# layer_stream_serializer

Fig. 1: layer_stream_serializer, routed metal, one color a layer
Bar = 100 um. Two of the layers only.
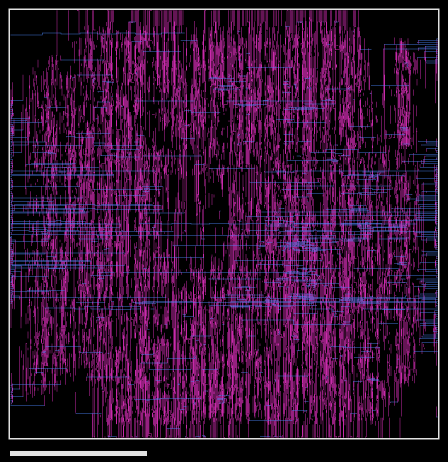

**config.mk**
```make
export PLATFORM = sky130hd
export DESIGN_NAME = layer_stream_serializer
export DESIGN_NICKNAME = d
export VERILOG_FILES = /design/src/rtl/nn_stream_pkg.sv /design/src/rtl/vec_fifo.sv /design/src/rtl/layer_stream_serializer.sv
export SDC_FILE = /design/constraint.sdc
export NUM_CORES = 1
export LEC_CHECK = 0
export CORE_MARGIN = 8
export CORE_UTILIZATION = 51
export DETAILED_ROUTE_END_ITERATION = 8
export MAX_ROUTING_LAYER = met4
export PLACE_DENSITY_LB_ADDON = 0.2
export SLEW_MARGIN = 40
export SYNTH_ARGS = -nofsm -noshare
export SYNTH_HDL_FRONTEND = slang
export SYNTH_SLANG_ARGS = --single-unit
```
**constraint.sdc**
```tcl
create_clock -name s_axi_aclk -period 2.75 [get_ports s_axi_aclk]
set_input_delay 0.55 -clock s_axi_aclk [delete_from_list [all_inputs] [get_ports s_axi_aclk]]
set_output_delay 0.55 -clock s_axi_aclk [all_outputs]
set_load 0.05 [all_outputs]
```
**src/rtl/nn_stream_pkg.sv**
```systemverilog
`default_nettype none
// ============================================================================
// Module      : nn_stream_pkg
// Description : Shared types and helpers for NN layer streaming blocks.
// Revision    : 1.0 - initial release
// ============================================================================
package nn_stream_pkg;

    localparam int DROP_CNT_W = 16;
    localparam int ELEM_W     = 16;

    typedef logic [ELEM_W-1:0] elem_t;

    function automatic int beats(input int num_elem, input int lanes);
        return num_elem / lanes;
    endfunction

endpackage
`default_nettype wire

```
**src/rtl/vec_fifo.sv**
```systemverilog
`default_nettype none
// ============================================================================
// Module      : vec_fifo
// Description : Small whole-vector FIFO with occupancy count; head is read
//               combinationally from storage.
// Revision    : 1.0 - initial release
// ============================================================================
module vec_fifo #(
    parameter int DEPTH = 2,
    parameter int WIDTH = 16,
    parameter int CNT_W = $clog2(DEPTH + 1)
) (
    input  logic             clk,
    input  logic             rst_n,
    input  logic             clr,
    input  logic             wr_en,
    input  logic [WIDTH-1:0] wr_data,
    input  logic             rd_en,
    output logic [WIDTH-1:0] rd_data,
    output logic [CNT_W-1:0] count
);

    localparam int                 c_ptr_w    = (DEPTH > 1) ? $clog2(DEPTH) : 1;
    localparam logic [c_ptr_w-1:0] c_last_ptr = c_ptr_w'(DEPTH - 1);

    logic [WIDTH-1:0]   r_mem [DEPTH];
    logic [c_ptr_w-1:0] r_wr_ptr;
    logic [c_ptr_w-1:0] r_rd_ptr;
    logic [CNT_W-1:0]   r_count;

    function automatic logic [c_ptr_w-1:0] ptr_inc(input logic [c_ptr_w-1:0] p);
        return (p == c_last_ptr) ? '0 : p + c_ptr_w'(1);
    endfunction

    // Write-while-full only happens together with a head pop, so the slot
    // being overwritten is the one leaving on this same edge.
    always_ff @(posedge clk or negedge rst_n) begin
        if (!rst_n) begin
            for (int i = 0; i < DEPTH; i++) r_mem[i] <= '0;
            r_wr_ptr <= '0;
            r_rd_ptr <= '0;
            r_count  <= '0;
        end else if (clr) begin
            r_wr_ptr <= '0;
            r_rd_ptr <= '0;
            r_count  <= '0;
        end else begin
            if (wr_en) begin
                r_mem[r_wr_ptr] <= wr_data;
                r_wr_ptr        <= ptr_inc(r_wr_ptr);
            end
            if (rd_en) r_rd_ptr <= ptr_inc(r_rd_ptr);
            case ({wr_en, rd_en})
                2'b10:   r_count <= r_count + CNT_W'(1);
                2'b01:   r_count <= r_count - CNT_W'(1);
                default: r_count <= r_count;
            endcase
        end
    end

    assign rd_data = r_mem[r_rd_ptr];
    assign count   = r_count;

endmodule
`default_nettype wire

```
**src/rtl/layer_stream_serializer.sv**
```systemverilog
`default_nettype none
// ============================================================================
// Module      : layer_stream_serializer
// Description : Buffers whole layer output vectors and streams them LANES
//               elements per beat with backpressure, last marker and drop count.
// Revision    : 1.0 - initial release
// ============================================================================
module layer_stream_serializer
    import nn_stream_pkg::*;
#(
    parameter int NUM_ELEM   = 30,
    parameter int DATA_WIDTH = 16,
    parameter int LANES      = 1,
    parameter int BUF_DEPTH  = 2
) (
    input  logic                           s_axi_aclk,
    input  logic                           s_axi_aresetn,
    input  logic                           soft_reset,
    input  logic                           in_valid,
    input  logic [NUM_ELEM*DATA_WIDTH-1:0] in_data,
    output logic                           in_ready,
    output logic                           out_valid,
    input  logic                           out_ready,
    output logic [LANES*DATA_WIDTH-1:0]    out_data,
    output logic                           out_last,
    output logic                           overflow,
    output logic [DROP_CNT_W-1:0]          drop_count
);

    localparam int                  c_beats     = beats(NUM_ELEM, LANES);
    localparam int                  c_beat_w    = (c_beats > 1) ? $clog2(c_beats) : 1;
    localparam int                  c_beat_bits = LANES * DATA_WIDTH;
    localparam logic [c_beat_w-1:0] c_last_beat = c_beat_w'(c_beats - 1);
    localparam int                  c_cnt_w     = $clog2(BUF_DEPTH + 1);
    localparam logic [c_cnt_w-1:0]  c_depth     = c_cnt_w'(BUF_DEPTH);

    generate
        if ((NUM_ELEM % LANES) != 0) begin : g_bad_lanes
            $error("layer_stream_serializer: LANES must divide NUM_ELEM");
        end
        if ((BUF_DEPTH < 1) || (BUF_DEPTH > 2)) begin : g_bad_depth
            $error("layer_stream_serializer: BUF_DEPTH must be 1 or 2");
        end
    endgenerate

    logic [NUM_ELEM*DATA_WIDTH-1:0] w_head;
    logic [c_cnt_w-1:0]             w_count;
    logic                           w_out_valid;
    logic                           w_last;
    logic                           w_pop;
    logic                           w_in_ready;
    logic                           w_push;
    logic                           w_drop;
    logic [c_beat_w-1:0]            r_beat;
    logic                           r_overflow;
    logic [DROP_CNT_W-1:0]          r_drop_count;

    assign w_out_valid = (w_count != '0);
    assign w_last      = w_out_valid && (r_beat == c_last_beat);
    assign w_pop       = w_out_valid && out_ready && w_last;
    assign w_in_ready  = (w_count < c_depth) || w_pop;
    assign w_push      = in_valid && w_in_ready;
    assign w_drop      = in_valid && !w_in_ready;

    vec_fifo #(
        .DEPTH (BUF_DEPTH),
        .WIDTH (NUM_ELEM * DATA_WIDTH),
        .CNT_W (c_cnt_w)
    ) u_vec_fifo (
        .clk     (s_axi_aclk),
        .rst_n   (s_axi_aresetn),
        .clr     (soft_reset),
        .wr_en   (w_push),
        .wr_data (in_data),
        .rd_en   (w_pop),
        .rd_data (w_head),
        .count   (w_count)
    );

    always_ff @(posedge s_axi_aclk or negedge s_axi_aresetn) begin
        if (!s_axi_aresetn) begin
            r_beat <= '0;
        end else if (soft_reset) begin
            r_beat <= '0;
        end else if (w_out_valid && out_ready) begin
            r_beat <= w_last ? '0 : r_beat + c_beat_w'(1);
        end
    end

    always_ff @(posedge s_axi_aclk or negedge s_axi_aresetn) begin
        if (!s_axi_aresetn) begin
            r_overflow   <= 1'b0;
            r_drop_count <= '0;
        end else if (soft_reset) begin
            r_overflow   <= 1'b0;
            r_drop_count <= '0;
        end else if (w_drop) begin
            r_overflow <= 1'b1;
            if (r_drop_count != '1) r_drop_count <= r_drop_count + DROP_CNT_W'(1);
        end
    end

    // Beat data is forced to zero when idle so reset shows a clean bus.
    assign out_data   = w_out_valid ? w_head[int'(r_beat)*c_beat_bits +: c_beat_bits] : '0;
    assign out_valid  = w_out_valid;
    assign out_last   = w_last;
    assign in_ready   = w_in_ready;
    assign overflow   = r_overflow;
    assign drop_count = r_drop_count;

endmodule
`default_nettype wire

```
# uart_tx_sched

===== config.mk =====
export PLATFORM = sky130hd
export DESIGN_NAME = uart_tx_sched
export DESIGN_NICKNAME = d
export VERILOG_FILES = /design/src/rtl/uart_tx_sched.sv
export SDC_FILE = /design/constraint.sdc
export NUM_CORES = 1
export LEC_CHECK = 0
export ABC_AREA = 1
export CELL_PAD_IN_SITES_DETAIL_PLACEMENT = 0
export CELL_PAD_IN_SITES_GLOBAL_PLACEMENT = 1
export CORE_MARGIN = 2
export CORE_UTILIZATION = 28
export CTS_CLUSTER_DIAMETER = 150
export CTS_CLUSTER_SIZE = 30
export DETAILED_ROUTE_END_ITERATION = 6
export PLACE_DENSITY_LB_ADDON = 0.25
export SLEW_MARGIN = 15
export SYNTH_ARGS = -nofsm -noshare
export SYNTH_HDL_FRONTEND = slang
export SYNTH_SLANG_ARGS = --single-unit

===== constraint.sdc =====
create_clock -name i_clk -period 1.8 [get_ports i_clk]
set_clock_uncertainty 0.2 [all_clocks]
set_input_delay 0.27 -clock i_clk [delete_from_list [all_inputs] [get_ports i_clk]]
set_output_delay 0.27 -clock i_clk [all_outputs]
set_load 0.02 [all_outputs]

===== src/rtl/uart_tx_sched.sv =====
// -----------------------------------------------------------------------------
// uart_tx_sched
//
// Schedules bytes from two requesters onto a single shared UART transmitter.
// The two requesters are:
//   S - the bus-slave TX FIFO
//   P - the protocol engine's response byte
//
// Each pick moves one byte into a holding register and issues one start pulse
// to uart_tx. The next pick waits until the handshake has been waited out.
//
// Arbitration favours one side (PREF_PROT). While the other side is waiting,
// the favoured side may win at most MAX_BURST times in a row; after that the
// other side gets a turn, so it can never be starved.
//
// Parameters
//   DATA_W     byte width (8 for the UART)
//   MAX_BURST  consecutive favoured grants allowed while the other side
//              waits (1..15)
//   PREF_PROT  0: S is favoured, 1: P is favoured
//
// Ports
//   i_clk         clock
//   i_reset       asynchronous active-high reset
//   i_slv_valid   S has a byte
//   i_slv_dat     S byte
//   o_slv_ready   S byte accepted this cycle (pop strobe)
//   i_prot_valid  P has a byte
//   i_prot_dat    P byte
//   o_prot_ready  P byte accepted this cycle
//   o_tx_dat      byte presented to uart_tx (the holding register)
//   o_tx_start    one-cycle start pulse to uart_tx
//   i_tx_ready    uart_tx idle
//   o_last_prot   source of the most recent grant (1 = P)
//   o_busy        scheduler is not idle
// -----------------------------------------------------------------------------
module uart_tx_sched #(
    parameter int DATA_W    = 8,
    parameter int MAX_BURST = 4,
    parameter bit PREF_PROT = 1'b0
) (
    input  logic              i_clk,
    input  logic              i_reset,
    input  logic              i_slv_valid,
    input  logic [DATA_W-1:0] i_slv_dat,
    output logic              o_slv_ready,
    input  logic              i_prot_valid,
    input  logic [DATA_W-1:0] i_prot_dat,
    output logic              o_prot_ready,
    output logic [DATA_W-1:0] o_tx_dat,
    output logic              o_tx_start,
    input  logic              i_tx_ready,
    output logic              o_last_prot,
    output logic              o_busy
);

    localparam logic [3:0] BURST_LIMIT = 4'(MAX_BURST);
    localparam logic       PREF        = PREF_PROT;

    typedef enum logic [1:0] {
        ST_IDLE   = 2'd0,
        ST_LOADED = 2'd1,
        ST_SENT   = 2'd2
    } state_t;

    state_t            state;
    state_t            state_nxt;
    logic [DATA_W-1:0] hold;
    logic [3:0]        burst;
    logic              last_prot;

    logic fav_valid;
    logic oth_valid;
    logic any_valid;
    logic grant_fav;
    logic grant_prot;
    logic load;
    logic slv_ready;
    logic prot_ready;
    logic tx_start;

    // Counts favoured grants that happened while the other side waited.
    // Any other kind of grant restarts the count.
    // A grant at the limit always goes to the other side, so the increment
    // cannot pass BURST_LIMIT. The clamp only guards against reaching it
    // from an illegal start value.
    function automatic logic [3:0] next_burst(input logic       fav,
                                              input logic       oth_pending,
                                              input logic [3:0] cur);
        if (fav && oth_pending) begin
            if (cur >= BURST_LIMIT) begin
                return BURST_LIMIT;
            end
            return cur + 4'd1;
        end
        return 4'd0;
    endfunction

    // Arbitration. Only the IDLE branch of the FSM acts on this result.
    always_comb begin
        fav_valid = PREF ? i_prot_valid : i_slv_valid;
        oth_valid = PREF ? i_slv_valid  : i_prot_valid;
        any_valid = i_slv_valid | i_prot_valid;
        if (fav_valid && oth_valid) begin
            grant_fav = (burst != BURST_LIMIT);
        end else begin
            grant_fav = fav_valid;
        end
        grant_prot = grant_fav ? PREF : ~PREF;
    end

    // Next state and strobes.
    // The readies are masked by reset so a pop can never be signalled while
    // the holding register is being cleared.
    always_comb begin
        state_nxt  = state;
        load       = 1'b0;
        slv_ready  = 1'b0;
        prot_ready = 1'b0;
        tx_start   = 1'b0;
        case (state)
            ST_IDLE: begin
                if (any_valid && !i_reset) begin
                    load       = 1'b1;
                    prot_ready = grant_prot;
                    slv_ready  = ~grant_prot;
                    state_nxt  = ST_LOADED;
                end
            end
            ST_LOADED: begin
                tx_start = i_tx_ready;
                if (i_tx_ready) begin
                    state_nxt = ST_SENT;
                end
            end
            ST_SENT: begin
                // uart_tx may still show ready for this one cycle, so
                // i_tx_ready is deliberately ignored here.
                state_nxt = ST_IDLE;
            end
            default: begin
                state_nxt = ST_IDLE;
            end
        endcase
    end

    always_ff @(posedge i_clk or posedge i_reset) begin
        if (i_reset) begin
            state <= ST_IDLE;
        end else begin
            state <= state_nxt;
        end
    end

    // Grant capture. Reset clears the held byte, which means a byte caught
    // mid-operation is dropped and not retransmitted.
    always_ff @(posedge i_clk or posedge i_reset) begin
        if (i_reset) begin
            hold      <= '0;
            burst     <= 4'd0;
            last_prot <= 1'b0;
        end else if (load) begin
            hold      <= grant_prot ? i_prot_dat : i_slv_dat;
            burst     <= next_burst(grant_fav, oth_valid, burst);
            last_prot <= grant_prot;
        end
    end

    assign o_slv_ready  = slv_ready;
    assign o_prot_ready = prot_ready;
    assign o_tx_start   = tx_start;
    assign o_tx_dat     = hold;
    assign o_last_prot  = last_prot;
    assign o_busy       = (state != ST_IDLE);

endmodule


Fig. 2: uart_tx_sched, register map, names as in the netlist
Bar = 20 um. Other sequential cells in the stronger gray, the rest of the logic in the fainter gray.
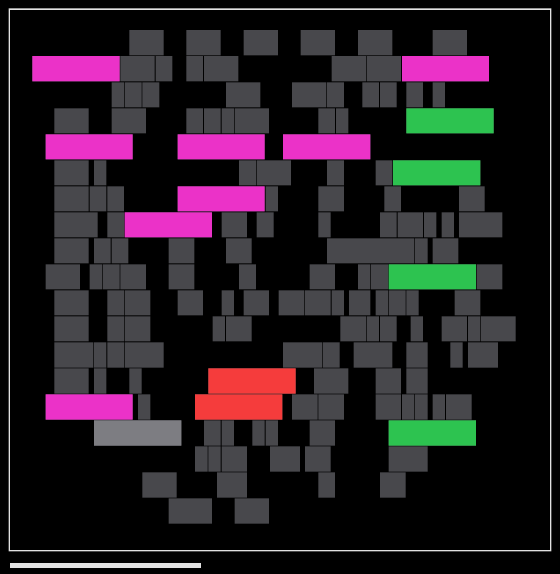
| name in the netlist | color | placed flops |
|---|---|---|
| `o_tx_dat` | magenta | 8 |
| `state` | red | 2 |
| `burst` | green | 4 |
fraction of area in registers: 0.275
utilization after layout: 0.507
sequential group power: 0.475 mW

==> README.md, uart_tx_sched <==
| Parameter | Value | Unit |
|:---|:---|:---|
| Largest fanout on the critical path | 4 | - |
| Smallest setup slack after layout | -0.0625 | ns |
| Maximum number of pins on one net before global-route repair | 16 | - |
| Seq cells post-synth | 15 | - |
| Top flip-flop cell by instance count after synthesis | sky130_fd_sc_hd__dfrtp_1 | - |
| Failing checks | negative setup slack | - |
| Cell count of the worst hold path | 3 | - |
| Number of iterations in the first detailed-routing pass | 3 | - |
| Clock distribution area overhead in the final layout | 0.0193 | - |
| Synthesized area per cell | 8.20 | um2 |
| # Post-CTS Setup Buffers | 5 | - |
| Stage delay of the slowest cell on the critical path | 0.41 | ns |
| Total of endpoints with negative setup slack in the final report | 2 | - |
| FF-to-FF End | o_tx_dat[0]$_DFFE_PP0P_ | - |
| Run status | complete, but fails checks | - |
## uart_tx_sched: worst max path at each step
stage               slack [ns]            startpoint  depth (start not counted)      endpoint
finish                   -0.06  burst[1]$_DFFE_PP0P_                          9  o_prot_ready
global route             -0.16  burst[1]$_DFFE_PP0P_                          9  o_prot_ready
CTS                      -0.11  burst[0]$_DFFE_PP0P_                          9  o_prot_ready
detailed placement       -0.53          i_prot_valid                          8  o_prot_ready
global placement         -0.53          i_prot_valid                          8  o_prot_ready
floorplan                 0.04  state[0]$_DFFE_PP0P_                          5   o_slv_ready
## uart_tx_sched: power groups by stage
| stage | Combinational [mW] | Clock [mW] | Sequential (mW) |
|---|---|---|---|
| finish | 0.651 | 0.197 | 0.475 |
| global route | 0.707 | 0.232 | 0.490 |
| CTS | 0.639 | 0.209 | 0.476 |
| detailed placement | 0.589 | 0 | 0.479 |
| global placement | 0.586 | 0 | 0.479 |
| floorplan | 0.206 | 0 | 0.567 |
## uart_tx_sched: logic make-up (layout without fill, tap and decap cells)
group,after synthesis,in the layout,synth area share
fa+ha+maj,2,2,0.0325
flops,15,15,0.487
buf+inv,16,75,0.107
simple gates,56,56,0.341
compound gates,5,5,0.0325
Fig. 3: layer_stream_serializer, clock wires, drivers and flops
Bar = 100 um.
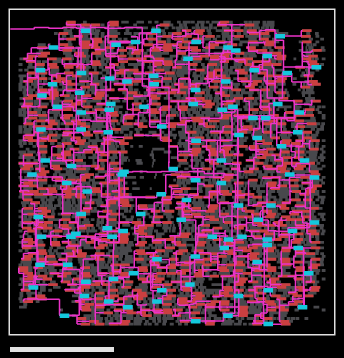
[clock wires] magenta | length: 12200 um
[flip-flops] red | count: 986
[clock-net drivers] cyan | count: 107
flops lie: all over the die
routed clock nets: 108
Clock power frac: 0.302
clock skew after layout: 0.0232 ns
clock latency of the later-clocked register in the worst-skew pair: 0.66 ns
Clk. pwr: 15.3 mW

## Picture notes: Fig. 1
| layer | color | wire length |
|---|---|---|
| M2 | magenta | 73.3 mm |
| M3 | blue | 9650 um |
DR vias: 29200
post-DR wirelength/cell: 29.7 um
Total Wirelength: 146 mm

==> README.md, layer_stream_serializer <==
| Parameter | Value | Unit |
|:---|:---|:---|
| Worst reg-to-reg path cell count | 15 | - |
| Switching Power | 13.9 | mW |
| Post-synth seq share | 0.551 | - |
| GR met2 Demand/Resource | 0.474 | - |
| RSZ-0062 raised after global routing | true | - |
| Internal power component | 36.6 | mW |
| Worst r2r src | r_beat[0]$_DFFE_PN0P_ | - |
| Number of cell instances after yosys synthesis | 2841 | - |
| Tap cell count | 1155 | - |
| FF-to-FF End | u_vec_fifo.r_mem[497]$_DFFE_PN0P_ | - |
| Leading area contributor after synthesis | sky130_fd_sc_hd__dfrtp_1 | - |
| Post-synth top area share | 0.551 | - |
| Maximum number of pins on one net before global-route repair | 122 | - |
| Clock transition at path regs | 0.06 | ns |
| Die boundary width | 312 | um |
| Die Height | 312 | um |
| Number of inserted diodes | 55 | - |
| Sequential group power | 22.7 | mW |
| Run status | complete, but fails checks | - |
| WP depth | 9 | - |
| Critical Path AT | 3.14 | ns |
| Highest attainable clock frequency | 0.271 | GHz |
| Synthesized-area fraction occupied by and/or/nand/nor cells | 0.0120 | - |
| Sequential cell area | 24700 | um2 |
| Post-synthesis chip area from yosys | 44800 | um2 |
| Smallest setup slack after layout | -0.939 | ns |
| Area Overhead vs Synth | 33.4 | % |
| First-pass GRT wire length | 210 | mm |
| Met1 track demand over resource in global routing | 0.358 | - |
| Count of flip-flops with a built-in enable after synthesis | 0 | - |
| Total of endpoints with negative setup slack in the final report | 797 | - |
| Number of iterations in the first detailed-routing pass | 5 | - |
| Smallest hold slack | 0.394 | ns |
| Final tally of max-slew violations | 0 | - |
| Combinational fraction of design power | 0.249 | - |
| # Post-CTS Setup Buffers | 19 | - |
| Failing checks | negative setup slack | - |
-- layer_stream_serializer: layout by cell type, fill, tap and decap left out, drive strengths merged, types with 20 or more instances in the layout --
cell           instances
o22ai                 32
buf                  349
o21ai                 38
mux4                 192
nand2                 44
mux2                 978
clkbuf               188
clkdlybuf4s50        500
diode                 55
a211oi                31
o211ai                20
mux2i                141
a21oi                 38
dfrtp                986
-- layer_stream_serializer: sequential cells by signal, summed over array words and instances (netlist names) --
name and flops:
u_vec_fifo.count 2, u_vec_fifo.r_rd_ptr 1, drop_count 16, u_vec_fifo.r_wr_ptr 1
u_vec_fifo.r_mem 960, overflow 1, r_beat 5
-- layer_stream_serializer: metrics by stage --
stage	area, um2	power (mW)	std cells	TNS (ns)	utilization
CTS	57900	49.8	4791	-15.08	0.666
finish	59700	50.5	4915	-69.01	0.688
detailed placement	53300	34.3	4566	-20.83	0.613
floorplan	44800	29.1	2841	-1.98	-
global placement	53300	33.3	4566	-18.20	0.613
global route	59700	52.6	4909	-137.80	0.687

## Gallery

The clock network.
picture 1
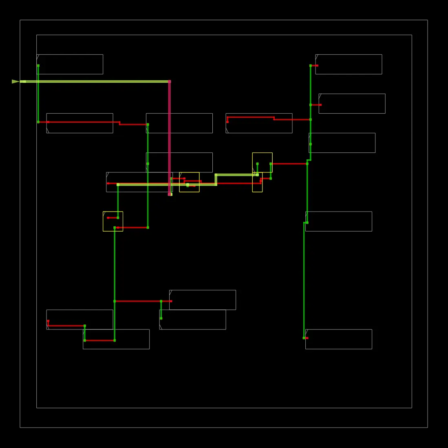
picture 2
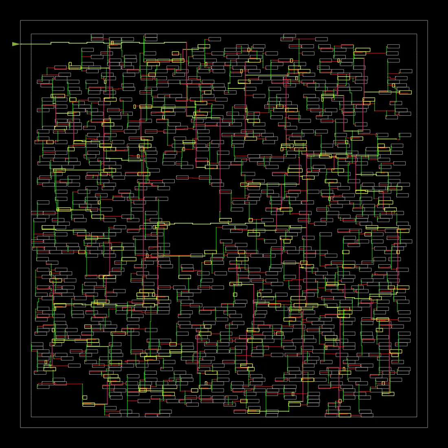
| picture | from |
|---|---|
| picture 2 | layer_stream_serializer |
| picture 1 | uart_tx_sched |


# branch_resolve_predict_flat

Fig. 4: branch_resolve_predict_flat, placement by cell class
Fill, decap, tap and diode cells in gray.
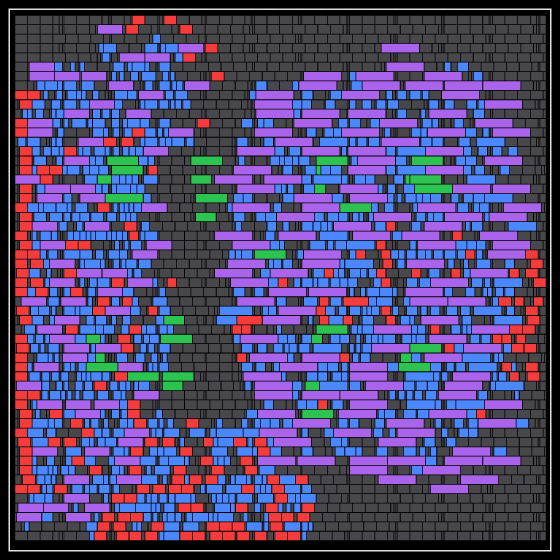

<file path="config.mk">
export PLATFORM = sky130hd
export DESIGN_NAME = branch_resolve_predict_flat
export DESIGN_NICKNAME = d
export VERILOG_FILES = /design/src/rtl/branch_resolve_predict_if.sv /design/src/rtl/branch_resolve_predict.sv /design/src/flat_wrapper.sv
export SDC_FILE = /design/constraint.sdc
export NUM_CORES = 1
export LEC_CHECK = 0
export ABC_CLOCK_PERIOD_IN_PS = 4700
export CORE_MARGIN = 1
export CORE_UTILIZATION = 48
export DETAILED_ROUTE_END_ITERATION = 10
export HOLD_SLACK_MARGIN = 0.05
export PLACE_DENSITY = 0.85
export SLEW_MARGIN = 20
export SYNTH_ARGS = -nofsm -noshare
export SYNTH_HDL_FRONTEND = slang
export SYNTH_SLANG_ARGS = --single-unit
</file>
<file path="constraint.sdc">
create_clock -name clk -period 4.7 [get_ports clk]
set_clock_uncertainty 0.2 [all_clocks]
set_input_delay 0.47 -clock clk [delete_from_list [all_inputs] [get_ports clk]]
set_output_delay 0.47 -clock clk [all_outputs]
set_load 0.01 [all_outputs]
</file>
<file path="src/rtl/branch_resolve_predict_if.sv">
// Fetch-side prediction and execute-side resolution signals for the branch unit.
// The master drives PCs and operands; the slave returns the prediction and the registered results.
interface branch_resolve_predict_if #(
  parameter int XLEN   = 32,
  parameter int PERF_W = 32
);
  logic [XLEN-1:0]   pred_pc;
  logic              pred_taken;
  logic              ex_valid;
  logic [6:0]        ex_opcode;
  logic [2:0]        ex_br_type;
  logic [XLEN-1:0]   ex_rs1;
  logic [XLEN-1:0]   ex_rs2;
  logic [XLEN-1:0]   ex_pc;
  logic              ex_pred_taken;
  logic              br_taken;
  logic              mispredict;
  logic              illegal_br;
  logic [PERF_W-1:0] branch_cnt;
  logic [PERF_W-1:0] mispred_cnt;

  modport master (
    output pred_pc, ex_valid, ex_opcode, ex_br_type, ex_rs1, ex_rs2, ex_pc, ex_pred_taken,
    input  pred_taken, br_taken, mispredict, illegal_br, branch_cnt, mispred_cnt
  );

  modport slave (
    input  pred_pc, ex_valid, ex_opcode, ex_br_type, ex_rs1, ex_rs2, ex_pc, ex_pred_taken,
    output pred_taken, br_taken, mispredict, illegal_br, branch_cnt, mispred_cnt
  );
endinterface

</file>
<file path="src/rtl/branch_resolve_predict.sv">
// Branch resolution with a bimodal 2-bit-counter predictor and saturating perf counters.
// Prediction reads the table combinationally; training lands on the same edge as the results.
module branch_resolve_predict #(
  parameter int         XLEN        = 32,
  parameter int         BHT_ENTRIES = 64,
  parameter int         INDEX_LSB   = 2,
  parameter logic [1:0] CNT_INIT    = 2'b01,
  parameter int         PERF_W      = 32
) (
  input logic                    clk,
  input logic                    reset,
  branch_resolve_predict_if.slave bus
);
  localparam int IDX_W = (BHT_ENTRIES > 1) ? $clog2(BHT_ENTRIES) : 1;
  localparam logic [6:0] OP_B   = 7'b1100011;
  localparam logic [6:0] OP_JAL = 7'b1101111;

  logic [1:0]        bht [BHT_ENTRIES];
  logic [IDX_W-1:0]  pred_idx;
  logic [IDX_W-1:0]  ex_idx;

  logic              is_b;
  logic              is_jal;
  logic              illegal_c;
  logic              legal_c;
  logic              taken_c;
  logic [1:0]        bht_cur;
  logic [1:0]        bht_next;

  logic              br_taken_q;
  logic              mispredict_q;
  logic              illegal_q;
  logic [PERF_W-1:0] branch_cnt_q;
  logic [PERF_W-1:0] mispred_cnt_q;

  assign pred_idx       = bus.pred_pc[INDEX_LSB +: IDX_W];
  assign ex_idx         = bus.ex_pc[INDEX_LSB +: IDX_W];
  assign bus.pred_taken = bht[pred_idx][1];

  always_comb begin
    is_b      = bus.ex_valid && (bus.ex_opcode == OP_B);
    is_jal    = bus.ex_valid && (bus.ex_opcode == OP_JAL);
    illegal_c = is_b && ((bus.ex_br_type == 3'd2) || (bus.ex_br_type == 3'd3));
    legal_c   = (is_b || is_jal) && !illegal_c;
    taken_c   = 1'b0;
    if (is_jal) begin
      taken_c = 1'b1;
    end else if (is_b) begin
      case (bus.ex_br_type)
        3'd0:    taken_c = (bus.ex_rs1 == bus.ex_rs2);
        3'd1:    taken_c = (bus.ex_rs1 != bus.ex_rs2);
        3'd4:    taken_c = ($signed(bus.ex_rs1) <  $signed(bus.ex_rs2));
        3'd5:    taken_c = ($signed(bus.ex_rs1) >= $signed(bus.ex_rs2));
        3'd6:    taken_c = (bus.ex_rs1 <  bus.ex_rs2);
        3'd7:    taken_c = (bus.ex_rs1 >= bus.ex_rs2);
        default: taken_c = 1'b0;
      endcase
    end
  end

  // Saturating step of the counter being trained
  always_comb begin
    bht_cur  = bht[ex_idx];
    bht_next = bht_cur;
    if (taken_c) begin
      if (bht_cur != 2'b11) bht_next = bht_cur + 2'b01;
    end else begin
      if (bht_cur != 2'b00) bht_next = bht_cur - 2'b01;
    end
  end

  always_ff @(posedge clk) begin
    if (!reset) begin
      br_taken_q    <= 1'b0;
      mispredict_q  <= 1'b0;
      illegal_q     <= 1'b0;
      branch_cnt_q  <= '0;
      mispred_cnt_q <= '0;
      for (int i = 0; i < BHT_ENTRIES; i++) bht[i] <= CNT_INIT;
    end else begin
      br_taken_q   <= legal_c && taken_c;
      mispredict_q <= legal_c && (taken_c != bus.ex_pred_taken);
      illegal_q    <= illegal_c;
      if (legal_c && (branch_cnt_q != {PERF_W{1'b1}}))
        branch_cnt_q <= branch_cnt_q + PERF_W'(1);
      if (legal_c && (taken_c != bus.ex_pred_taken) && (mispred_cnt_q != {PERF_W{1'b1}}))
        mispred_cnt_q <= mispred_cnt_q + PERF_W'(1);
      if (legal_c && is_b)
        bht[ex_idx] <= bht_next;
    end
  end

  assign bus.br_taken    = br_taken_q;
  assign bus.mispredict  = mispredict_q;
  assign bus.illegal_br  = illegal_q;
  assign bus.branch_cnt  = branch_cnt_q;
  assign bus.mispred_cnt = mispred_cnt_q;
endmodule

</file>
<file path="src/flat_wrapper.sv">
// flat-port wrapper written by rule: the top's interface ports become plain ports
module branch_resolve_predict_flat 
#(
  parameter int         XLEN        = 32,
  parameter int         BHT_ENTRIES = 64,
  parameter int         INDEX_LSB   = 2,
  parameter logic [1:0] CNT_INIT    = 2'b01,
  parameter int         PERF_W      = 32
)
  (clk, reset, bus_pred_pc, bus_ex_valid, bus_ex_opcode, bus_ex_br_type, bus_ex_rs1, bus_ex_rs2, bus_ex_pc, bus_ex_pred_taken, bus_pred_taken, bus_br_taken, bus_mispredict, bus_illegal_br, bus_branch_cnt, bus_mispred_cnt);
  branch_resolve_predict_if #(.XLEN(XLEN), .PERF_W(PERF_W)) bus_i ();
  input logic clk;
  input logic reset;
  input wire logic [$bits(bus_i.pred_pc)-1:0] bus_pred_pc;
  input wire logic [$bits(bus_i.ex_valid)-1:0] bus_ex_valid;
  input wire logic [$bits(bus_i.ex_opcode)-1:0] bus_ex_opcode;
  input wire logic [$bits(bus_i.ex_br_type)-1:0] bus_ex_br_type;
  input wire logic [$bits(bus_i.ex_rs1)-1:0] bus_ex_rs1;
  input wire logic [$bits(bus_i.ex_rs2)-1:0] bus_ex_rs2;
  input wire logic [$bits(bus_i.ex_pc)-1:0] bus_ex_pc;
  input wire logic [$bits(bus_i.ex_pred_taken)-1:0] bus_ex_pred_taken;
  output wire logic [$bits(bus_i.pred_taken)-1:0] bus_pred_taken;
  output wire logic [$bits(bus_i.br_taken)-1:0] bus_br_taken;
  output wire logic [$bits(bus_i.mispredict)-1:0] bus_mispredict;
  output wire logic [$bits(bus_i.illegal_br)-1:0] bus_illegal_br;
  output wire logic [$bits(bus_i.branch_cnt)-1:0] bus_branch_cnt;
  output wire logic [$bits(bus_i.mispred_cnt)-1:0] bus_mispred_cnt;
  assign bus_i.pred_pc = bus_pred_pc;
  assign bus_i.ex_valid = bus_ex_valid;
  assign bus_i.ex_opcode = bus_ex_opcode;
  assign bus_i.ex_br_type = bus_ex_br_type;
  assign bus_i.ex_rs1 = bus_ex_rs1;
  assign bus_i.ex_rs2 = bus_ex_rs2;
  assign bus_i.ex_pc = bus_ex_pc;
  assign bus_i.ex_pred_taken = bus_ex_pred_taken;
  assign bus_pred_taken = bus_i.pred_taken;
  assign bus_br_taken = bus_i.br_taken;
  assign bus_mispredict = bus_i.mispredict;
  assign bus_illegal_br = bus_i.illegal_br;
  assign bus_branch_cnt = bus_i.branch_cnt;
  assign bus_mispred_cnt = bus_i.mispred_cnt;
  branch_resolve_predict #(.XLEN(XLEN), .BHT_ENTRIES(BHT_ENTRIES), .INDEX_LSB(INDEX_LSB), .CNT_INIT(CNT_INIT), .PERF_W(PERF_W)) u_core (.clk(clk), .reset(reset), .bus(bus_i));
endmodule
</file>
# spi_txn_arbiter

<file path="config.mk">
export PLATFORM = sky130hd
export DESIGN_NAME = spi_txn_arbiter
export DESIGN_NICKNAME = d
export VERILOG_FILES = /design/src/rtl/spi_arb_pkg.sv /design/src/rtl/rr_arbiter.sv /design/src/rtl/spi_txn_arbiter.sv
export SDC_FILE = /design/constraint.sdc
export NUM_CORES = 1
export LEC_CHECK = 0
export CAP_MARGIN = 15
export CORE_AREA = 2 2 155 157
export DETAILED_ROUTE_END_ITERATION = 10
export DIE_AREA = 0 0 157 159
export PLACE_DENSITY = 0.64
export SLEW_MARGIN = 20
export SYNTH_ARGS = -nofsm -noshare
export SYNTH_HDL_FRONTEND = slang
export SYNTH_SLANG_ARGS = --single-unit
export TNS_END_PERCENT = 5
</file>
<file path="constraint.sdc">
create_clock -name clk_i -period 8.95 [get_ports clk_i]
set_clock_uncertainty 0.1 [all_clocks]
set_input_delay 0.895 -clock clk_i [delete_from_list [all_inputs] [get_ports clk_i]]
set_output_delay 0.895 -clock clk_i [all_outputs]
set_load 0.005 [all_outputs]
</file>
<file path="src/rtl/spi_arb_pkg.sv">
// Shared types and constants for the SPI transaction arbiter.
// Byte width, maximum transfer length, FSM state encoding and TX alignment helper.
package spi_arb_pkg;

    localparam int SPI_BYTE_W    = 8;
    localparam int ARB_MAX_BYTES = 4;
    localparam int ARB_LEN_W     = 2;
    localparam int ARB_WORD_W    = SPI_BYTE_W * ARB_MAX_BYTES;

    typedef enum logic [2:0] {
        IDLE  = 3'd0,
        SETUP = 3'd1,
        START = 3'd2,
        WAIT  = 3'd3,
        HOLD  = 3'd4,
        GAP   = 3'd5
    } arb_state_t;

    // Left-justify the N = len+1 payload bytes so the first byte to send sits at the top.
    function automatic logic [ARB_WORD_W-1:0] align_tx(input logic [ARB_WORD_W-1:0] payload,
                                                       input logic [ARB_LEN_W-1:0]  len);
        return payload << {~len, 3'b000};
    endfunction

endpackage

</file>
<file path="src/rtl/rr_arbiter.sv">
// Combinational round-robin picker: the search starts at the index after last_i.
// The pointer register itself lives in the parent.
module rr_arbiter #(
    parameter int NUM_REQ = 4,
    parameter int IDX_W   = $clog2(NUM_REQ)
) (
    input  logic [NUM_REQ-1:0] req_i,
    input  logic [IDX_W-1:0]   last_i,
    output logic               valid_o,
    output logic [NUM_REQ-1:0] gnt_o,
    output logic [IDX_W-1:0]   gnt_idx_o
);

    logic [IDX_W-1:0] cand;

    always_comb begin
        valid_o   = 1'b0;
        gnt_o     = '0;
        gnt_idx_o = '0;
        cand      = '0;
        for (int off = 1; off <= NUM_REQ; off++) begin
            cand = IDX_W'((int'(last_i) + off) % NUM_REQ);
            if (!valid_o && req_i[cand]) begin
                valid_o     = 1'b1;
                gnt_o[cand] = 1'b1;
                gnt_idx_o   = cand;
            end
        end
    end

endmodule

</file>
<file path="src/rtl/spi_txn_arbiter.sv">
// Shares one byte-level spi_master between NUM_REQ requesters doing 1-4 byte transfers,
// framing each transfer with slave-select setup/hold gaps. reset_i is active-low.
//
//   state | meaning
//   IDLE  | waiting for any request, round-robin grant
//   SETUP | ss_n low, counting CS_SETUP cycles
//   START | issue spi_start with the current byte
//   WAIT  | waiting for spi_done of the current byte
//   HOLD  | counting CS_HOLD cycles after the last byte, then ack
//   GAP   | one idle cycle, busy clears
module spi_txn_arbiter
    import spi_arb_pkg::*;
#(
    parameter int NUM_REQ  = 4,
    parameter int CS_SETUP = 2,
    parameter int CS_HOLD  = 2
) (
    input  logic                           clk_i,
    input  logic                           reset_i,
    input  logic [NUM_REQ-1:0]             req_i,
    input  logic [ARB_LEN_W*NUM_REQ-1:0]   len_i,
    input  logic [ARB_WORD_W*NUM_REQ-1:0]  payload_i,
    output logic [NUM_REQ-1:0]             ack_o,
    output logic [ARB_WORD_W-1:0]          rx_word_o,
    output logic                           busy_o,
    output logic [$clog2(NUM_REQ)-1:0]     grant_id_o,
    output logic [NUM_REQ-1:0]             ss_n_o,
    output logic                           spi_start_o,
    output logic [SPI_BYTE_W-1:0]          spi_tx_data_o,
    input  logic                           spi_done_i,
    input  logic [SPI_BYTE_W-1:0]          spi_rx_data_i
);

    localparam int IDX_W = $clog2(NUM_REQ);
    localparam int CNT_W = 4;

    arb_state_t             state_q, state_d;
    logic [CNT_W-1:0]       cnt_q, cnt_d;
    logic [IDX_W-1:0]       ptr_q, ptr_d;
    logic [IDX_W-1:0]       grant_id_q, grant_id_d;
    logic [ARB_WORD_W-1:0]  tx_sh_q, tx_sh_d;
    logic [ARB_WORD_W-1:0]  rx_sh_q, rx_sh_d;
    logic [ARB_LEN_W-1:0]   left_q, left_d;
    logic [NUM_REQ-1:0]     ss_n_q, ss_n_d;
    logic                   spi_start_q, spi_start_d;
    logic [SPI_BYTE_W-1:0]  spi_tx_q, spi_tx_d;
    logic [NUM_REQ-1:0]     ack_q, ack_d;
    logic [ARB_WORD_W-1:0]  rx_word_q, rx_word_d;
    logic                   busy_q, busy_d;

    logic                   rr_valid;
    logic [NUM_REQ-1:0]     rr_gnt;
    logic [IDX_W-1:0]       rr_idx;
    logic [ARB_LEN_W-1:0]   sel_len;
    logic [ARB_WORD_W-1:0]  sel_pay;

    rr_arbiter #(
        .NUM_REQ (NUM_REQ),
        .IDX_W   (IDX_W)
    ) u_rr (
        .req_i     (req_i),
        .last_i    (ptr_q),
        .valid_o   (rr_valid),
        .gnt_o     (rr_gnt),
        .gnt_idx_o (rr_idx)
    );

    always_comb begin
        sel_len = '0;
        sel_pay = '0;
        for (int i = 0; i < NUM_REQ; i++) begin
            if (rr_idx == IDX_W'(i)) begin
                sel_len = len_i[ARB_LEN_W*i +: ARB_LEN_W];
                sel_pay = payload_i[ARB_WORD_W*i +: ARB_WORD_W];
            end
        end
    end

    always_comb begin
        state_d     = state_q;
        cnt_d       = cnt_q;
        ptr_d       = ptr_q;
        grant_id_d  = grant_id_q;
        tx_sh_d     = tx_sh_q;
        rx_sh_d     = rx_sh_q;
        left_d      = left_q;
        ss_n_d      = ss_n_q;
        spi_start_d = 1'b0;
        spi_tx_d    = spi_tx_q;
        ack_d       = '0;
        rx_word_d   = rx_word_q;
        busy_d      = busy_q;

        case (state_q)
            IDLE: begin
                if (rr_valid) begin
                    grant_id_d = rr_idx;
                    ptr_d      = rr_idx;
                    left_d     = sel_len;
                    tx_sh_d    = align_tx(sel_pay, sel_len);
                    rx_sh_d    = '0;
                    ss_n_d     = ~rr_gnt;
                    busy_d     = 1'b1;
                    cnt_d      = CNT_W'(CS_SETUP - 1);
                    state_d    = SETUP;
                end
            end
            SETUP: begin
                if (cnt_q == '0) state_d = START;
                else             cnt_d   = cnt_q - 1'b1;
            end
            START: begin
                spi_start_d = 1'b1;
                spi_tx_d    = tx_sh_q[ARB_WORD_W-1 -: SPI_BYTE_W];
                tx_sh_d     = tx_sh_q << SPI_BYTE_W;
                state_d     = WAIT;
            end
            WAIT: begin
                if (spi_done_i) begin
                    rx_sh_d = {rx_sh_q[ARB_WORD_W-SPI_BYTE_W-1:0], spi_rx_data_i};
                    if (left_q == '0) begin
                        // Loaded with CS_HOLD (not -1): the ack edge lands CS_HOLD+1 edges after the last done.
                        cnt_d   = CNT_W'(CS_HOLD);
                        state_d = HOLD;
                    end else begin
                        left_d  = left_q - 1'b1;
                        state_d = START;
                    end
                end
            end
            HOLD: begin
                if (cnt_q == '0) begin
                    ss_n_d             = '1;
                    ack_d[grant_id_q]  = 1'b1;
                    rx_word_d          = rx_sh_q;
                    state_d            = GAP;
                end else begin
                    cnt_d = cnt_q - 1'b1;
                end
            end
            GAP: begin
                busy_d  = 1'b0;
                state_d = IDLE;
            end
            default: state_d = IDLE;
        endcase
    end

    always_ff @(posedge clk_i or negedge reset_i) begin
        if (!reset_i) begin
            state_q     <= IDLE;
            cnt_q       <= '0;
            ptr_q       <= IDX_W'(NUM_REQ - 1);
            grant_id_q  <= '0;
            tx_sh_q     <= '0;
            rx_sh_q     <= '0;
            left_q      <= '0;
            ss_n_q      <= '1;
            spi_start_q <= 1'b0;
            spi_tx_q    <= '0;
            ack_q       <= '0;
            rx_word_q   <= '0;
            busy_q      <= 1'b0;
        end else begin
            state_q     <= state_d;
            cnt_q       <= cnt_d;
            ptr_q       <= ptr_d;
            grant_id_q  <= grant_id_d;
            tx_sh_q     <= tx_sh_d;
            rx_sh_q     <= rx_sh_d;
            left_q      <= left_d;
            ss_n_q      <= ss_n_d;
            spi_start_q <= spi_start_d;
            spi_tx_q    <= spi_tx_d;
            ack_q       <= ack_d;
            rx_word_q   <= rx_word_d;
            busy_q      <= busy_d;
        end
    end

    assign ack_o         = ack_q;
    assign rx_word_o     = rx_word_q;
    assign busy_o        = busy_q;
    assign grant_id_o    = grant_id_q;
    assign ss_n_o        = ss_n_q;
    assign spi_start_o   = spi_start_q;
    assign spi_tx_data_o = spi_tx_q;

endmodule

</file>
# seq_alu_core

File: src/rtl/seq_alu_core.sv
// seq_alu_core: multi-cycle unsigned ALU (add/sub 1 cycle, mul/div WIDTH cycles) with valid/ready handshakes
// Ports: clk, rst (async, active-high); in_valid/in_ready + a, b, op (00 add, 01 sub, 10 mul, 11 div);
//        out_valid/out_ready + result (2*WIDTH); busy (RUN or DONE).
// Optional: define ALU_STATUS_FLAGS_EN to add flags[2:0] = {div_by_zero, carry/borrow, zero}.
module seq_alu_core #(
  parameter int WIDTH = 3
) (
  input  logic               clk,
  input  logic               rst,
  input  logic               in_valid,
  output logic               in_ready,
  input  logic [WIDTH-1:0]   a,
  input  logic [WIDTH-1:0]   b,
  input  logic [1:0]         op,
  output logic               out_valid,
  input  logic               out_ready,
  output logic [2*WIDTH-1:0] result,
  output logic               busy
`ifdef ALU_STATUS_FLAGS_EN
  ,
  output logic [2:0]         flags
`endif
);
  localparam logic [1:0] IDLE = 2'd0, RUN = 2'd1, DONE = 2'd2;
  localparam int CW = $clog2(WIDTH + 1);
  logic [1:0] state;
  logic [WIDTH-1:0] hi, lo, b_r, hi_n, lo_n;
  logic div_r, ge;
  logic [CW-1:0] cnt;
  logic [WIDTH:0] sum, madd, shl, dsub;
  logic [2*WIDTH-1:0] quick;
  // hi/lo double as {accumulator, multiplier} for mul and {remainder, quotient} for div,
  // so the finished result is always {hi, lo}.
  always_comb begin
    sum = {1'b0, a} + {1'b0, b};
    quick = op[0] ? {{WIDTH{1'b0}}, a} - {{WIDTH{1'b0}}, b} : {{(WIDTH-1){1'b0}}, sum};
    madd = {1'b0, hi} + (lo[0] ? {1'b0, b_r} : '0);
    shl = {hi, lo[WIDTH-1]};
    ge = shl >= {1'b0, b_r};
    dsub = shl - {1'b0, b_r};
    hi_n = div_r ? (ge ? dsub[WIDTH-1:0] : shl[WIDTH-1:0]) : madd[WIDTH:1];
    lo_n = div_r ? {lo[WIDTH-2:0], ge} : {madd[0], lo[WIDTH-1:1]};
  end
  always_ff @(posedge clk or posedge rst)
    if (rst) begin
      state <= IDLE;
      hi <= '0;
      lo <= '0;
      b_r <= '0;
      div_r <= 1'b0;
      cnt <= '0;
      result <= '0;
`ifdef ALU_STATUS_FLAGS_EN
      flags <= '0;
`endif
    end else if (state == IDLE) begin
      if (in_valid) begin
        if (op[1]) begin
          hi <= '0;
          lo <= a;
          b_r <= b;
          div_r <= op[0];
          cnt <= CW'(WIDTH);
          state <= RUN;
        end else begin
          result <= quick;
          state <= DONE;
`ifdef ALU_STATUS_FLAGS_EN
          flags <= {1'b0, op[0] ? (a < b) : sum[WIDTH], quick == '0};
`endif
        end
      end
    end else if (state == RUN) begin
      hi <= hi_n;
      lo <= lo_n;
      cnt <= cnt - CW'(1);
      // the last step lands directly in DONE so out_valid rises WIDTH+1 cycles after accept
      if (cnt == CW'(1)) begin
        state <= DONE;
        result <= {hi_n, lo_n};
`ifdef ALU_STATUS_FLAGS_EN
        flags <= {div_r && b_r == '0, 1'b0, {hi_n, lo_n} == '0};
`endif
      end
    end else if (out_ready) state <= IDLE;
  assign in_ready = state == IDLE;
  assign out_valid = state == DONE;
  assign busy = state != IDLE;
endmodule

File: config.mk
export PLATFORM = sky130hd
export DESIGN_NAME = seq_alu_core
export DESIGN_NICKNAME = d
export VERILOG_FILES = /design/src/rtl/seq_alu_core.sv
export SDC_FILE = /design/constraint.sdc
export NUM_CORES = 1
export LEC_CHECK = 0
export CORE_AREA = 2 2 60 62
export DETAILED_ROUTE_END_ITERATION = 7
export DIE_AREA = 0 0 62 64
export PLACE_DENSITY = 0.66
export SLEW_MARGIN = 0
export SYNTH_ARGS = -nofsm -noshare
export SYNTH_HDL_FRONTEND = slang
export SYNTH_SLANG_ARGS = --single-unit
export TNS_END_PERCENT = 100
File: constraint.sdc
create_clock -name clk -period 2.69 [get_ports clk]
set_clock_uncertainty 0.2 [all_clocks]
set_input_delay 0.538 -clock clk [delete_from_list [all_inputs] [get_ports clk]]
set_output_delay 0.538 -clock clk [all_outputs]
set_load 0.01 [all_outputs]
Fig. 5: branch_resolve_predict_flat, routed metal, one color a layer
Bar = 50 um. Two of the layers only.
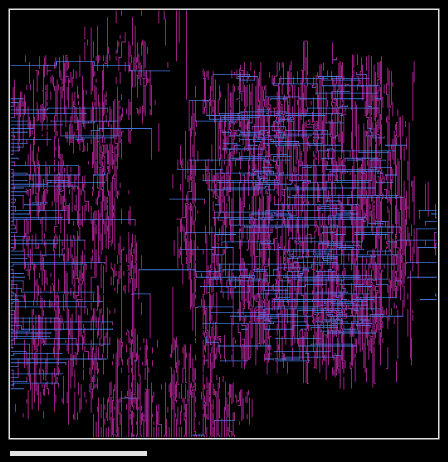
| layer | color | wire length |
|---|---|---|
| M3 | blue | 4220 um |
| M2 | magenta | 15500 um |
Total GRT Usage: 0.274
post-DR wirelength/cell: 20.8 um
Total Wirelength: 32.9 mm
DR vias: 10200

Fig. 6: branch_resolve_predict_flat, register map, names as in the netlist
Bar = 50 um. Other sequential cells in the stronger gray, the rest of the logic in the fainter gray.
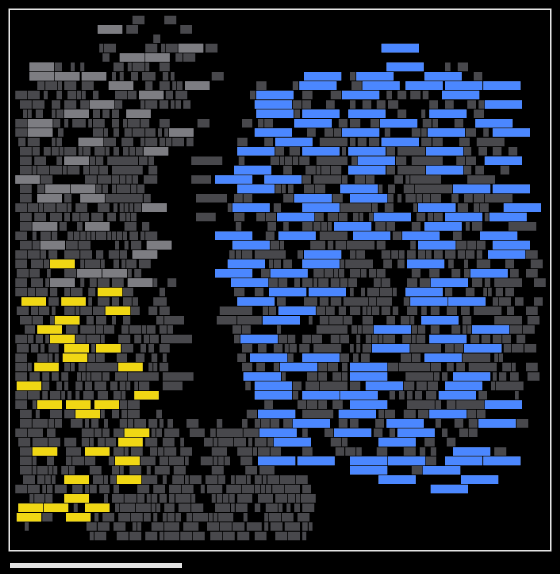
| name in the netlist | color | placed flops |
|---|---|---|
| `u_core.bus.branch_cnt` | yellow | 32 |
| `u_core.bht` | blue | 128 |
sequential group power: 1.89 mW
utilization after layout: 0.596

## Picture notes: Fig. 4
| class | color | cells |
|---|---|---|
| remaining logic cells | blue | 836 |
| clock drivers and dummy loads | green | 32 |
| registers | purple | 195 |
| remaining buffers and delay cells | red | 199 |
area inside the core boundary: 23500 um2
final standard cell area without fillers: 14000 um2
fraction of area in registers: 0.371

==> README.md, branch_resolve_predict_flat <==
| Parameter | Value | Unit |
|:---|:---|:---|
| Worst slack at placement | 0.332 | ns |
| Pleak | 4.58 | nW |
| PnR Total Power | 3.96 | mW |
| Number of violations of the max-capacitance limit | 0 | - |
| Count of nets left with antenna violations after detail routing | 0 | - |
| Worst hold path startpoint | u_core.bus.mispred_cnt[18]$_SDFFE_PN0P_ | - |
| Number of distinct library cells after synthesis | 70 | - |
| Top metal layer carrying routed signals | met5 | - |
| Die boundary width | 157 | um |
| Run status | finished clean | - |
| H-tree depth | 4 | - |
| GR met2 Demand/Resource | 0.442 | - |
| Cell chosen for the clock root | sky130_fd_sc_hd__clkbuf_16 | - |
| Fill count | 1898 | - |
| Slew of the pin with the lowest slew margin | 1.01 | ns |
| Endpoints failing hold | 0 | - |
| Maximum root-to-sink buffer count | 2 | - |
| WP data required | 4.03 | ns |
| Smallest setup slack after layout | 0.673 | ns |
| Kind of end point of the critical path | output port | - |
| Vias per inst | 6.44 | - |
-- branch_resolve_predict_flat: cell type report --
cell class / count / area (um2) / area share
clock buffers: 17 / 425 / 0.0304
clock inverters: 15 / 200 / 0.0143
inverters: 39 / 146 / 0.0105
multi-input cells: 797 / 5730 / 0.409
well taps: 319 / 399 / 0.0285
flip-flops and latches: 195 / 5180 / 0.371
repair buffers: 199 / 1910 / 0.136
-- branch_resolve_predict_flat: sequential cells by signal, summed over array words and instances (netlist names) --
name                    count
u_core.bht                128
u_core.bus.branch_cnt      32
u_core.bus.mispred_cnt     32
u_core.bus.br_taken         1
u_core.bus.illegal_br       1
u_core.bus.mispredict       1
-- branch_resolve_predict_flat: cells by family after synthesis --
family | after synthesis
AND-OR/OR-AND | 353
AND/OR/NAND/NOR | 326
flip-flops | 195
buffers and inverters | 146
multiplexers | 57
adder cells (fa/ha/maj) | 35
XOR/XNOR | 26
Fig. 7: seq_alu_core, clock wires, drivers and flops
Bar = 20 um.
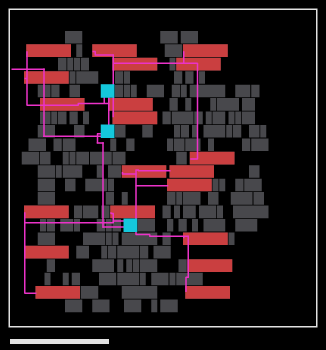
[clock wires] magenta | length: 253 um
[clock-net drivers] cyan | count: 3
[flip-flops] red | count: 20
routed clock nets: 4
Clk. pwr: 0.140 mW
Clock power frac: 0.073
clock latency of the later-clocked register in the worst-skew pair: 0.30 ns

==> README.md, seq_alu_core <==
| Parameter | Value | Unit |
|:---|:---|:---|
| Run status | finished clean | - |
| End point of the most critical hold path | cnt[0]$_DFFE_PP0P_ | - |
| Cells resized by post-CTS repair | 0 | - |
| Number of inserted diodes | 0 | - |
| Critical Setup Path Class | register to output port | - |
| Vias per inst | 5.11 | - |
| FF-to-FF End | hi[1]$_DFFE_PP0P_ | - |
| Post-route clock period utilization | 0.935 | - |
| Timing startpoint of the critical path | state[1]$_DFFE_PP0P_ | - |
| Cell count of the worst hold path | 1 | - |
| Critical Path AT | 1.78 | ns |
| Synthesized instance count | 163 | - |
| Routed length on met2 | 1.61 | mm |
| Internal power component | 1.04 | mW |
| Total GRT Usage | 0.185 | - |
| RSZ-0062 raised after global routing | false | - |
| Synth top cells by count | sky130_fd_sc_hd__inv_1, sky130_fd_sc_hd__dfrtp_1, sky130_fd_sc_hd__a21oi_1, sky130_fd_sc_hd__nor2_1 | - |
| Endpoints failing hold | 0 | - |
| Antenna violations before repair | 0 | - |
| Number of iterations in the first detailed-routing pass | 4 | - |
| Slew Limit Headroom | 0.501 | - |
| Clock tree from TritonCTS | built | - |
| Placed cell count | 225 | - |
| Cell chosen for the clock root | sky130_fd_sc_hd__clkbuf_4 | - |
| DRC marker count from the first detailed-route iteration | 46 | - |
| Pleak | 0.783 | nW |
| Fraction of registers with async set or reset after synthesis | 1.00 | - |
| Routability cong. | 0.788 | - |
| I/O Pins | 21 | - |
| Total of endpoints with negative setup slack in the final report | 0 | - |
| Count of nets left with antenna violations after detail routing | 0 | - |
| Slowest cell on crit path | sky130_fd_sc_hd__clkdlybuf4s50_1 | - |
==> seq_alu_core: critical path, delay by kind of cell (launching register included) <==
kind,cells,cell delay (ns)
DFF,1,0.46
buffers and inverters,2,0.64
and+or+nand+nor,1,0.38
==> seq_alu_core: routing by layer <==
metal,vias up,GRT usage
li1,584,-
met1,559,0.246
met2,15,0.305
met3,6,0.0243
met4,0,0.0612
met5,-,0
==> seq_alu_core: kinds of logic after synthesis <==
kind of cell	after synthesis	share of synthesized area
AND/OR/NAND/NOR	46	0.152
adder cells (fa/ha/maj)	17	0.171
multiplexers	6	0.0459
XOR/XNOR	2	0.0124
AND-OR/OR-AND	44	0.177
buffers and inverters	28	0.0883
flip-flops	20	0.353
==> seq_alu_core: flip-flops by register name (all words and copies together), names as in the netlist <==
signal  cells
b_r         3
cnt         2
div_r       1
hi          3
lo          3
result      6
state       2
==> seq_alu_core: final cells by class <==
cell class / count / area [um2]
Tap cell: 46 / 57.6
Multi-Input combinational cell: 115 / 792
Fill cell: 324 / 1610
Clock buffer: 3 / 22.5
Inverter: 22 / 82.6
Sequential cell: 20 / 500
Timing Repair Buffer: 22 / 215
Fig. 8: spi_txn_arbiter, register map, names as in the netlist
Bar = 50 um. Other sequential cells in the stronger gray, the rest of the logic in the fainter gray.
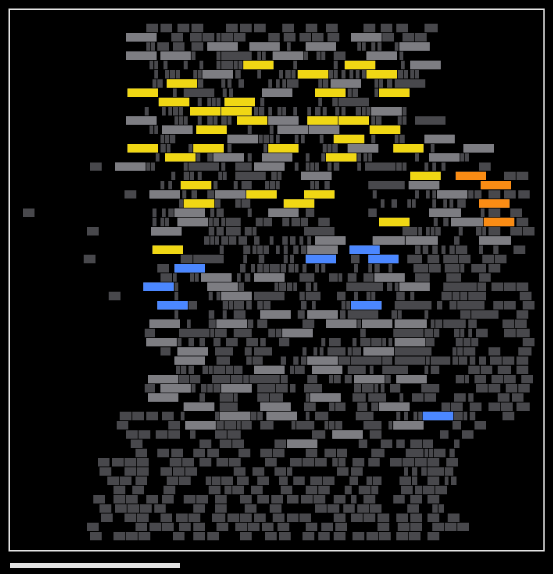
| name in the netlist | color | placed flops |
|---|---|---|
| `spi_tx_data_o` | blue | 8 |
| `rx_sh_q` | yellow | 32 |
| `ack_o` | orange | 4 |
not colored: 83
utilization after layout: 0.438
sequential group power: 0.947 mW
Sequential cell area: 3190 um2

==> README.md, spi_txn_arbiter <==
| Parameter | Value | Unit |
|:---|:---|:---|
| Run status | finished clean | - |
| Stage delay of the slowest cell on the critical path | 0.81 | ns |
| Final critical delay including setup and external delays | 4.93 | ns |
| Number of cell instances after yosys synthesis | 796 | - |
| Critical Path Start Type | input pin | - |
| Post-synth seq share | 0.435 | - |
| Top cell category | combinational gates | - |
| Number of warning messages in the yosys log | 0 | - |
| Die boundary width | 157 | um |
| Clock tree from TritonCTS | built | - |
| DR vias | 6515 | - |
| Top cells by area | sky130_fd_sc_hd__dfrtp_1, sky130_fd_sc_hd__mux2i_1, sky130_fd_sc_hd__nand2_1 | - |
| Worst slack at placement | 3.46 | ns |
| Routability cong. | 0.835 | - |
| Post-synth top area share | 0.414 | - |
| Combinational Area | 3810 | um2 |
| Area of the mapped netlist | 7320 | um2 |
| Number of buffers added to fix hold violations after cts | 0 | - |
| RSZ-0062 raised after global routing | false | - |
| Post-DR wirelength/cell | 16.4 | um |
| TritonCTS buffer count | 17 | - |
| WP data required | 9.16 | ns |
| Worst r2r src | ptr_q[0]$_DFFE_PN1P_ | - |
| Cell chosen for the clock root | sky130_fd_sc_hd__clkbuf_16 | - |
| I/O Pins | 203 | - |
| Total GRT Usage | 0.174 | - |
| Count of nets left with antenna violations after detail routing | 0 | - |
| Multi-input gate share of total cell area | 0.374 | - |
| Via count of the first global-routing pass | 6476 | - |
| GR Overflow Total | 0 | - |
-- spi_txn_arbiter: registers in the layout, summed over array words and instances (netlist names) --
register and flops:
busy_o 1, state_q 3, spi_start_o 1, rx_sh_q 32, ss_n_o 4, ack_o 4
left_q 2, grant_id_o 2, tx_sh_q 32, ptr_q 2, cnt_q 4, spi_tx_data_o 8
rx_word_o 32
-- spi_txn_arbiter: per-stage QoR --
stage               std cells  area [um2]
floorplan                 796        7320
global placement         1275        9550
detailed placement       1275        9550
CTS                      1307       10200
global route             1307       10200
finish                   1307       10200
-- spi_txn_arbiter: routing by layer --
| metal | wire length, um | up-vias | track usage | part of all wire |
|---|---|---|---|---|
| met5 | 0 | - | 0 | 0 |
| met4 | 472 | 0 | 0.0567 | 0.022 |
| met3 | 1360 | 37 | 0.0501 | 0.063 |
| met2 | 10100 | 182 | 0.273 | 0.47 |
| met1 | 9540 | 3156 | 0.231 | 0.44 |
| li1 | - | 3140 | - | - |
-- spi_txn_arbiter: critical path: cells and delay by family --
kind | cells | cell delay [ns]
AND-OR/OR-AND | 4 | 1.02
buffers and inverters | 2 | 1.43
AND/OR/NAND/NOR | 2 | 1.24
multiplexers | 2 | 0.53


==> layout pictures side by side <==
Placement by cell class.
Fill, decap, tap and diode cells in gray.
image #1
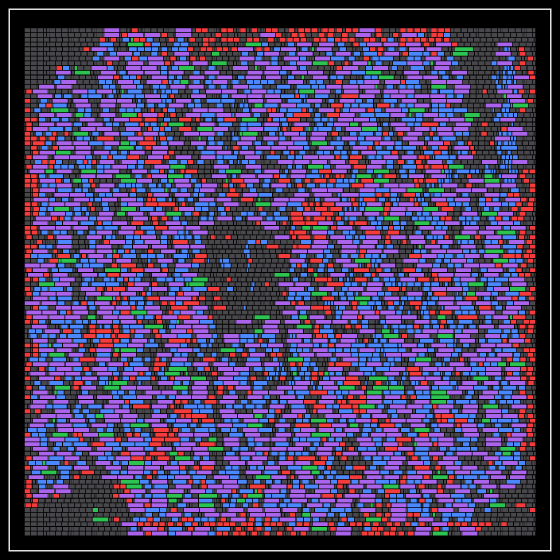
image #2
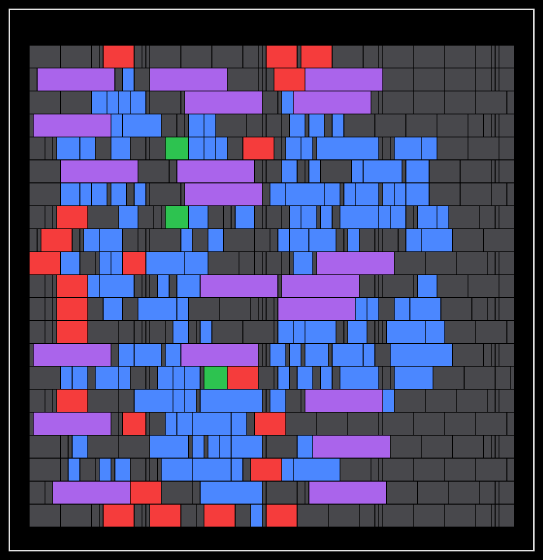
image #3
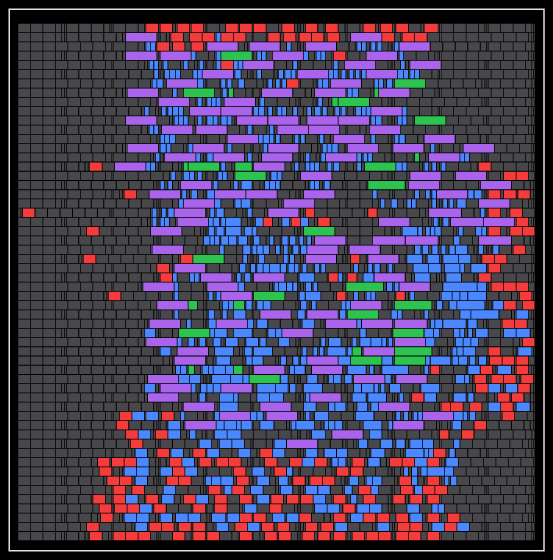
image #4
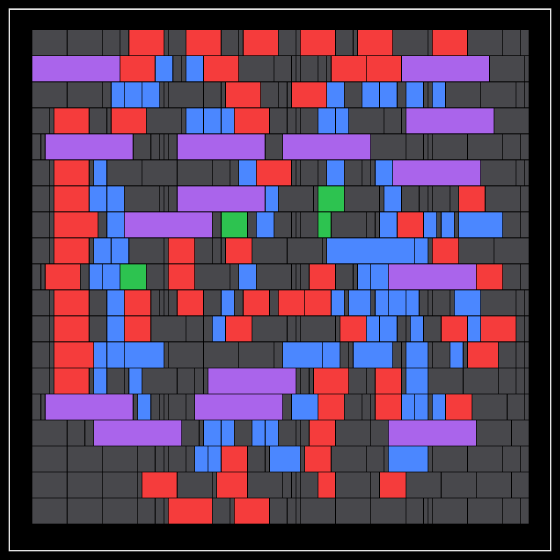
| from | picture |
|---|---|
| layer_stream_serializer | image #1 |
| seq_alu_core | image #2 |
| uart_tx_sched | image #4 |
| spi_txn_arbiter | image #3 |

Key to image #1:
| class | color | cells |
|---|---|---|
| clock drivers and dummy loads | green | 199 |
| remaining buffers and delay cells | red | 872 |
| remaining logic cells | blue | 1648 |
| registers | purple | 986 |

Power is estimated from default activity; no workload was simulated.
